=== gps_subframe_encoder ===
==> gps_subframe_encoder/clocks.png <==
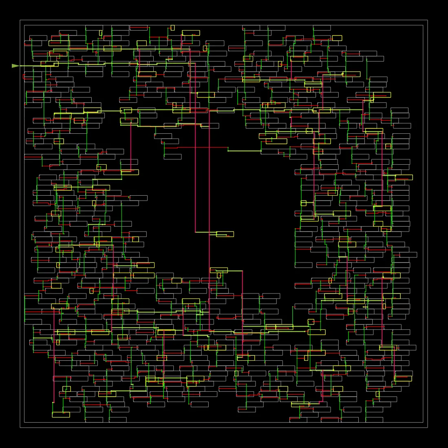

### src/rtl/gps_navi_pkg.sv
// Shared widths, state encoding and message packing for the GPS subframe encoder.
// Contents: WORDS_PER_SF, DATA_BITS, WORD_BITS, derived widths, state_t, pack_msg().
package gps_navi_pkg;

    localparam int unsigned WORDS_PER_SF = 10;
    localparam int unsigned DATA_BITS    = 24;
    localparam int unsigned WORD_BITS    = 30;
    localparam int unsigned PARITY_BITS  = WORD_BITS - DATA_BITS;
    localparam int unsigned CNT_BITS     = $clog2(WORDS_PER_SF);
    localparam int unsigned MSG_BITS     = 64;
    localparam int unsigned MSG_COUNT    = WORDS_PER_SF / 2;

    typedef enum logic [0:0] {
        ST_COLLECT = 1'b0,
        ST_PEND    = 1'b1
    } state_t;

    // Two encoded words per message: the even-numbered word sits in the upper field.
    function automatic logic [MSG_BITS-1:0] pack_msg(
        input logic [WORD_BITS-1:0] even_word,
        input logic [WORD_BITS-1:0] odd_word
    );
        return {2'b00, even_word, 2'b00, odd_word};
    endfunction

endpackage : gps_navi_pkg

### src/rtl/gps_parity_word.sv
// Combinational IS-GPS-200 word encoder (Table 20-XIV).
// Ports:
//   data     [23:0] source bits d1..d24, d1 at bit 23
//   d29_star        D29 of the previously transmitted word
//   d30_star        D30 of the previously transmitted word
//   word_c   [29:0] transmitted word D1..D30, D1 at bit 29
module gps_parity_word
    import gps_navi_pkg::*;
(
    input  logic [DATA_BITS-1:0] data,
    input  logic                 d29_star,
    input  logic                 d30_star,
    output logic [WORD_BITS-1:0] word_c
);

    // dd[k] is source bit dk, so the equations read like the ICD table.
    logic [DATA_BITS:1]     dd;
    logic [PARITY_BITS-1:0] par;

    assign dd = {<<{data}};

    // par[5] is D25 ... par[0] is D30; parity is formed from the uncomplemented dk.
    always_comb begin
        par    = '0;
        par[5] = d29_star ^ dd[1] ^ dd[2] ^ dd[3] ^ dd[5] ^ dd[6] ^ dd[10] ^ dd[11]
               ^ dd[12] ^ dd[13] ^ dd[14] ^ dd[17] ^ dd[18] ^ dd[20] ^ dd[23];
        par[4] = d30_star ^ dd[2] ^ dd[3] ^ dd[4] ^ dd[6] ^ dd[7] ^ dd[11] ^ dd[12]
               ^ dd[13] ^ dd[14] ^ dd[15] ^ dd[18] ^ dd[19] ^ dd[21] ^ dd[24];
        par[3] = d29_star ^ dd[1] ^ dd[3] ^ dd[4] ^ dd[5] ^ dd[7] ^ dd[8] ^ dd[12]
               ^ dd[13] ^ dd[14] ^ dd[15] ^ dd[16] ^ dd[19] ^ dd[20] ^ dd[22];
        par[2] = d30_star ^ dd[2] ^ dd[4] ^ dd[5] ^ dd[6] ^ dd[8] ^ dd[9] ^ dd[13]
               ^ dd[14] ^ dd[15] ^ dd[16] ^ dd[17] ^ dd[20] ^ dd[21] ^ dd[23];
        par[1] = d30_star ^ dd[1] ^ dd[3] ^ dd[5] ^ dd[6] ^ dd[7] ^ dd[9] ^ dd[10]
               ^ dd[14] ^ dd[15] ^ dd[16] ^ dd[17] ^ dd[18] ^ dd[21] ^ dd[22] ^ dd[24];
        par[0] = d29_star ^ dd[3] ^ dd[5] ^ dd[6] ^ dd[8] ^ dd[9] ^ dd[10] ^ dd[11]
               ^ dd[13] ^ dd[15] ^ dd[19] ^ dd[22] ^ dd[23] ^ dd[24];
    end

    // Data bits go out complemented when the previous word ended in D30=1.
    assign word_c = {data ^ {DATA_BITS{d30_star}}, par};

endmodule : gps_parity_word

### src/rtl/gps_subframe_encoder.sv
// Collects ten 24-bit source words, parity-encodes them into a working buffer and
// publishes the subframe on message1..5 when the downstream 6 s tick asks for it
// (the very first subframe after reset publishes immediately).
// Optional build macro: GPS_NAVI_TBIT_SOLVE_EN -- words 2 and 10 get d23,d24
// recomputed so that their D29=D30=0.
// Ports:
//   clk, rst (async, active low)
//   in_valid, in_data[23:0], in_ready   source handshake
//   time6s_sign, shut_time6s_sign        serializer request / one-cycle acknowledge
//   message1..message5[63:0]             published subframe
//   frame_pending                        a finished subframe awaits publication
module gps_subframe_encoder
    import gps_navi_pkg::*;
(
    input  logic                 clk,
    input  logic                 rst,
    input  logic                 in_valid,
    input  logic [DATA_BITS-1:0] in_data,
    output logic                 in_ready,
    input  logic                 time6s_sign,
    output logic                 shut_time6s_sign,
    output logic [MSG_BITS-1:0]  message1,
    output logic [MSG_BITS-1:0]  message2,
    output logic [MSG_BITS-1:0]  message3,
    output logic [MSG_BITS-1:0]  message4,
    output logic [MSG_BITS-1:0]  message5,
    output logic                 frame_pending
);

    state_t               state;
    state_t               state_next;
    logic                 first_frame;
    logic                 first_frame_next;
    logic                 in_ready_next;
    logic                 pending_next;
    logic                 shut_next;
    logic                 accept_c;
    logic                 publish_c;
    logic                 last_word_c;
    logic [CNT_BITS-1:0]  word_cnt;
    logic                 d29_star;
    logic                 d30_star;
    logic [WORD_BITS-1:0] work [WORDS_PER_SF];
    logic [DATA_BITS-1:0] data_c;
    logic [WORD_BITS-1:0] word_c;

    assign accept_c    = in_valid && in_ready;
    assign last_word_c = (word_cnt == CNT_BITS'(WORDS_PER_SF - 1));

`ifdef GPS_NAVI_TBIT_SOLVE_EN
    // Encode once with d23=d24=0; parity is linear, so the probe's D29/D30
    // give the d23/d24 that cancel them (D29 uses d24, D30 uses d23 and d24).
    logic [WORD_BITS-1:0] probe_c;
    logic                 fix_slot_c;

    gps_parity_word u_probe (
        .data     ({in_data[DATA_BITS-1:2], 2'b00}),
        .d29_star (d29_star),
        .d30_star (d30_star),
        .word_c   (probe_c)
    );

    assign fix_slot_c = (word_cnt == CNT_BITS'(1)) || (word_cnt == CNT_BITS'(WORDS_PER_SF - 1));
    assign data_c     = fix_slot_c ? {in_data[DATA_BITS-1:2], probe_c[1] ^ probe_c[0], probe_c[1]}
                                   : in_data;
`else
    assign data_c = in_data;
`endif

    gps_parity_word u_parity (
        .data     (data_c),
        .d29_star (d29_star),
        .d30_star (d30_star),
        .word_c   (word_c)
    );

    // Next-state and registered-output decode.
    always_comb begin
        state_next       = state;
        first_frame_next = first_frame;
        shut_next        = 1'b0;
        publish_c        = 1'b0;
        case (state)
            ST_COLLECT: begin
                if (accept_c && last_word_c) begin
                    state_next = ST_PEND;
                end
            end
            ST_PEND: begin
                if (first_frame || time6s_sign) begin
                    state_next       = ST_COLLECT;
                    first_frame_next = 1'b0;
                    shut_next        = 1'b1;
                    publish_c        = 1'b1;
                end
            end
            default: state_next = ST_COLLECT;
        endcase
        in_ready_next = (state_next == ST_COLLECT);
        pending_next  = (state_next == ST_PEND);
    end

    // State and control-output registers.
    always_ff @(posedge clk or negedge rst) begin
        if (!rst) begin
            state            <= ST_COLLECT;
            first_frame      <= 1'b1;
            in_ready         <= 1'b1;
            frame_pending    <= 1'b0;
            shut_time6s_sign <= 1'b0;
        end else begin
            state            <= state_next;
            first_frame      <= first_frame_next;
            in_ready         <= in_ready_next;
            frame_pending    <= pending_next;
            shut_time6s_sign <= shut_next;
        end
    end

    // Working buffer, parity history and word slot.
    always_ff @(posedge clk or negedge rst) begin
        if (!rst) begin
            word_cnt <= '0;
            d29_star <= 1'b0;
            d30_star <= 1'b0;
            for (int i = 0; i < WORDS_PER_SF; i++) begin
                work[i] <= '0;
            end
        end else if (accept_c) begin
            work[word_cnt] <= word_c;
            d29_star       <= word_c[1];
            d30_star       <= word_c[0];
            word_cnt       <= last_word_c ? '0 : word_cnt + CNT_BITS'(1);
        end
    end

    // Published messages change only on the publication edge.
    always_ff @(posedge clk or negedge rst) begin
        if (!rst) begin
            message1 <= '0;
            message2 <= '0;
            message3 <= '0;
            message4 <= '0;
            message5 <= '0;
        end else if (publish_c) begin
            message1 <= pack_msg(work[1], work[0]);
            message2 <= pack_msg(work[3], work[2]);
            message3 <= pack_msg(work[5], work[4]);
            message4 <= pack_msg(work[7], work[6]);
            message5 <= pack_msg(work[9], work[8]);
        end
    end

endmodule : gps_subframe_encoder

### config.mk
export PLATFORM = sky130hd
export DESIGN_NAME = gps_subframe_encoder
export DESIGN_NICKNAME = d
export VERILOG_FILES = /design/src/rtl/gps_navi_pkg.sv /design/src/rtl/gps_parity_word.sv /design/src/rtl/gps_subframe_encoder.sv
export SDC_FILE = /design/constraint.sdc
export NUM_CORES = 1
export LEC_CHECK = 0
export ABC_AREA = 1
export CAP_MARGIN = 15
export CORE_MARGIN = 2
export CORE_UTILIZATION = 55
export CTS_CLUSTER_DIAMETER = 150
export DETAILED_ROUTE_END_ITERATION = 7
export PLACE_DENSITY = 0.85
export REMOVE_ABC_BUFFERS = 1
export SLEW_MARGIN = 20
export SYNTH_ARGS = -nofsm -noshare
export SYNTH_HDL_FRONTEND = slang
export SYNTH_SLANG_ARGS = --single-unit
### constraint.sdc
create_clock -name clk -period 1.92 [get_ports clk]
set_input_delay 0.288 -clock clk [delete_from_list [all_inputs] [get_ports clk]]
set_output_delay 0.288 -clock clk [all_outputs]
set_load 0.01 [all_outputs]
=== scan_addr_gen ===
File: src/rtl/scan_addr_gen.sv
// 3-bit scan address generator feeding the A2..A0 selects of a 3-to-8 decoder.
// Auto mode advances from a DIV-clock prescaler; manual mode advances once per synchronized step edge.
module scan_addr_gen #(
    parameter int unsigned DIV  = 4,
    parameter int unsigned LAST = 7
) (
    input  logic clk,
    input  logic rst,
    input  logic en,
    input  logic mode,
    input  logic dir,
    input  logic step,
    output logic A0,
    output logic A1,
    output logic A2,
    output logic tick,
    output logic wrap
);

    localparam logic [7:0] PC_TC  = 8'(DIV - 1);
    localparam logic [2:0] LAST_A = 3'(LAST);

    logic [2:0] addr_q, addr_d;
    logic [7:0] pc_q, pc_d;
    logic       s1_q, s2_q, s3_q;
    logic       tick_q, tick_d;
    logic       wrap_q, wrap_d;
    logic       adv;

    always_comb begin
        addr_d = addr_q;
        pc_d   = pc_q;
        adv    = 1'b0;
        wrap_d = 1'b0;
        if (en) begin
            if (mode) begin
                pc_d = 8'd0;
                adv  = s2_q & ~s3_q;
            end else if (pc_q == PC_TC) begin
                pc_d = 8'd0;
                adv  = 1'b1;
            end else begin
                pc_d = pc_q + 8'd1;
            end
        end
        // dir is only looked at on the advancing edge, so a mid-count flip takes effect next advance
        if (adv) begin
            if (!dir) begin
                if (addr_q == LAST_A) begin
                    addr_d = 3'd0;
                    wrap_d = 1'b1;
                end else begin
                    addr_d = addr_q + 3'd1;
                end
            end else begin
                if (addr_q == 3'd0) begin
                    addr_d = LAST_A;
                    wrap_d = 1'b1;
                end else begin
                    addr_d = addr_q - 3'd1;
                end
            end
        end
        tick_d = adv;
    end

    // The step synchronizer keeps sampling while disabled so stale edges are consumed, not deferred
    always_ff @(posedge clk or posedge rst) begin
        if (rst) begin
            addr_q <= 3'd0;
            pc_q   <= 8'd0;
            s1_q   <= 1'b0;
            s2_q   <= 1'b0;
            s3_q   <= 1'b0;
            tick_q <= 1'b0;
            wrap_q <= 1'b0;
        end else begin
            addr_q <= addr_d;
            pc_q   <= pc_d;
            s1_q   <= step;
            s2_q   <= s1_q;
            s3_q   <= s2_q;
            tick_q <= tick_d;
            wrap_q <= wrap_d;
        end
    end

    assign A0   = addr_q[0];
    assign A1   = addr_q[1];
    assign A2   = addr_q[2];
    assign tick = tick_q;
    assign wrap = wrap_q;

endmodule

File: config.mk
export PLATFORM = sky130hd
export DESIGN_NAME = scan_addr_gen
export DESIGN_NICKNAME = d
export VERILOG_FILES = /design/src/rtl/scan_addr_gen.sv
export SDC_FILE = /design/constraint.sdc
export NUM_CORES = 1
export LEC_CHECK = 0
export CAP_MARGIN = 20
export CORE_UTILIZATION = 35
export CTS_BUF_LIST = sky130_fd_sc_hd__clkbuf_2 sky130_fd_sc_hd__clkbuf_4 sky130_fd_sc_hd__clkbuf_8
export DETAILED_ROUTE_END_ITERATION = 12
export GPL_TIMING_DRIVEN = 0
export PLACE_DENSITY = 0.69
export SYNTH_ARGS = -nofsm -noshare
export SYNTH_HDL_FRONTEND = slang
export SYNTH_SLANG_ARGS = --single-unit
export TNS_END_PERCENT = 5
File: constraint.sdc
create_clock -name clk -period 1.4 [get_ports clk]
set_input_delay 0.28 -clock clk [delete_from_list [all_inputs] [get_ports clk]]
set_output_delay 0.28 -clock clk [all_outputs]
set_load 0.005 [all_outputs]
==> scan_addr_gen/detail.png <==
Scale bar: 5 um. Region (16, 26) to (36, 46) um. Cells in grey, sequential cells in the stronger grey; small squares are vias.
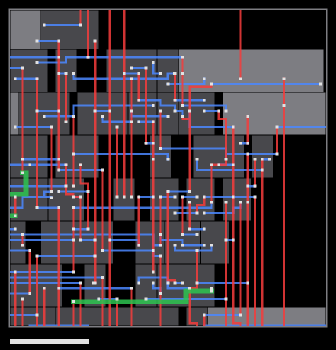
Blue marks metal 1. Green marks metal 3. Red marks metal 2.
32 logic cells have their middle in the window. Most frequent: nand2_1 (4), nor2_1 (4). Sequential cells in the window: 2. Netlist names of flops here include `pc_q` (2).

==> scan_addr_gen/io_fan.png <==
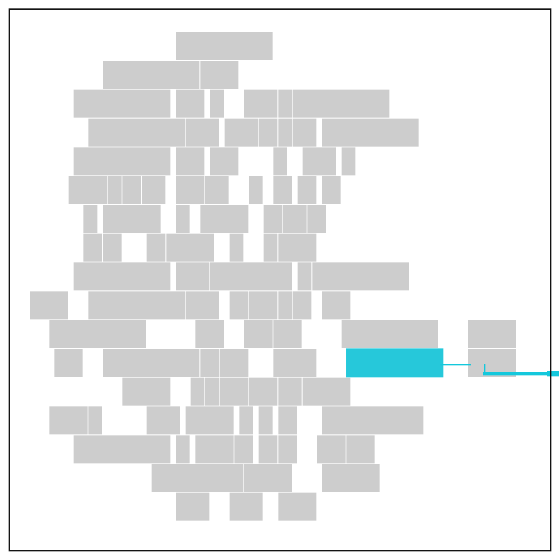
Cyan marks `tick`, bits 1, direction output, edge east, end cells 1, wire 9.40 um.
Ports: 11
IO Port Bufs: 9

==> impl_metrics.ini, scan_addr_gen <==
; synthesis and place-and-route metrics
[final_layout]
final_cells = 129
n_antenna_cell = 0
largest_reg_flops = 8
buffer_area_frac = 0.1342
layout_top_cells = dfrtp_1 (15), inv_1 (8), o21ai_0 (8)
n_all_inverters = 8
final-clk-cell-share = 0.02100

[clock_tree]
hold_buffers = 0
cts_setup_buffers = 6
cts_tree = done
cts_root_buf = clkbuf_4
cts.clk_slew.worst_paths_ns = 0.09

[die]
core_region_area_um2 = 2233

[power_and_ir_drop]
power_frac_comb = 0.402
maxPowerGroup = registers
netSwitchingPower_uw = 465.9
p_total_uw = 1376
clock_power_share = 0.169
powerComb_uw = 553

[min_path]
hold_depth = 2
worstHoldEndpoint = pc_q[0]

[run_status]
status = complete, but fails checks
violations = setup timing

[routing]
drt-met1-wl_um = 737
drt-pass1-iter-count = 4
viasPerCell = 5.109

[timing]
max_freq_ghz = 0.6721
worst_pin_slew_ns = 0.6002
fin_ws_ns = -0.08798
setup_viol = 6
period_minus_slack_ns = 1.488
hold_ws_ns = 0.2502

[setup_path]
r2r_slack_ns = -0.09
endpoint_kind = flop
rr_endpoint = addr_q[2]
r2r_cells = 5
path_buffers = 0

[logic_synthesis]
avgSynthCellArea_um2 = 10.13
yosysTopAreaCell = dfrtp_1
synth_stat.cells = 83
syn_area_um2 = 840.8

[global_route]
met3_usage = 0.01786
overflow = 0

[job]
tool_warnings = 31
==> gps_subframe_encoder/io_placement.png <==
Scale bar: 50 um. Pins as bars across the die edge, other pins in grey.
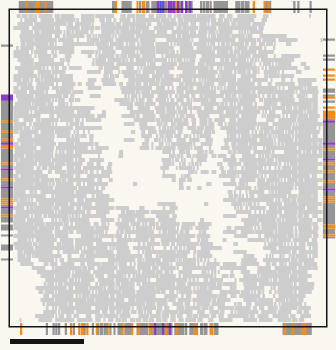
Purple marks `in_data`, pins 24, direction input, edge 10 north, 7 west, 4 east, 3 south. Blue marks `time6s_sign`, pins 1, direction input, edge north. Orange marks `message3`, pins 64, direction output, edge 23 south, 18 east, 13 north, 10 west.
IO Port Bufs: 330
chip height: 214.9 um
die width: 214.9 um

Notes on gps_subframe_encoder/clocks.png above:
Clock Skews: 0.01815 ns
# clk buffers: 86

==> impl_metrics.ini, gps_subframe_encoder <==
; synthesis and place-and-route metrics
[final_layout]
n_antenna_cell = 4
top_register = work
logic_gate_count = 1596

[die]
core_region_area_um2 = 44030
rows = 77
pin_count = 351
die-area_um2 = 46190
fp_util = 0.5557

[logic_synthesis]
edf_count = 0

[global_route]
grt_max_degree = 63
grt_pass1_vias = 20429
overflow = 0

[routing]
viasPerCell = 5.331

[timing]
setup_viol = 0

[power_and_ir_drop]
seqPwrFrac = 0.414

[setup_path]
slowest_delay_ns = 0.56

[run_status]
status = complete, no violations

[clock_tree]
clockBufferDepth = 3

==> screenshots <==
Signal metal coverage by tile.
(a)
The die is cut into 10 by 10 equal tiles; white is low, dark blue is high, scaled to the fullest tile. Values are wire area over tile area, all layers added.
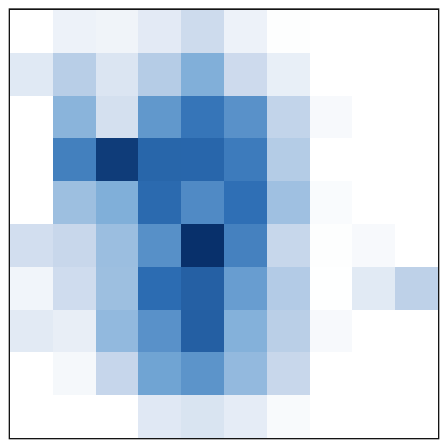
(b)
The die is cut into 21 by 21 equal tiles; white is low, dark blue is high, scaled to the fullest tile. Values are wire area over tile area, all layers added.
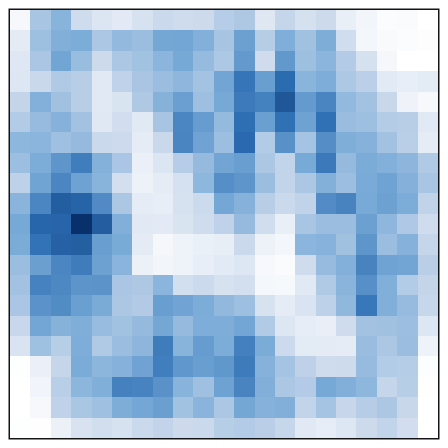
- (b) = gps_subframe_encoder
- (a) = scan_addr_gen



==> notes/layouts.md <==
Pictures saved along the way, in no particular order.

Logic cells by family.
panel A
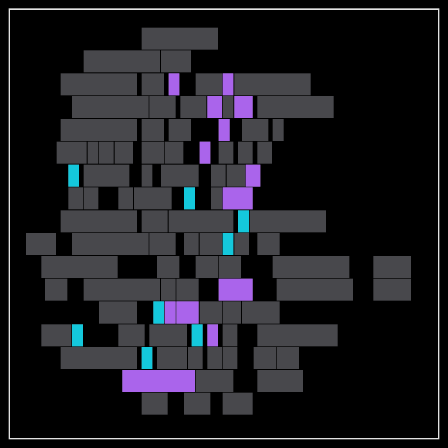
panel B
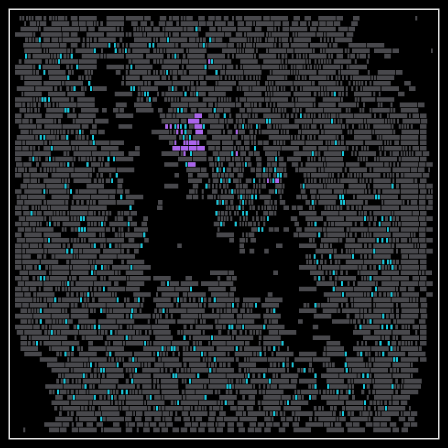
| from | picture |
|---|---|
| gps_subframe_encoder | panel B |
| scan_addr_gen | panel A |
- most cells: panel B

Key to panel B:
Cyan marks inverters, cells 299, where all over the die. Purple marks NOR gates, cells 25.

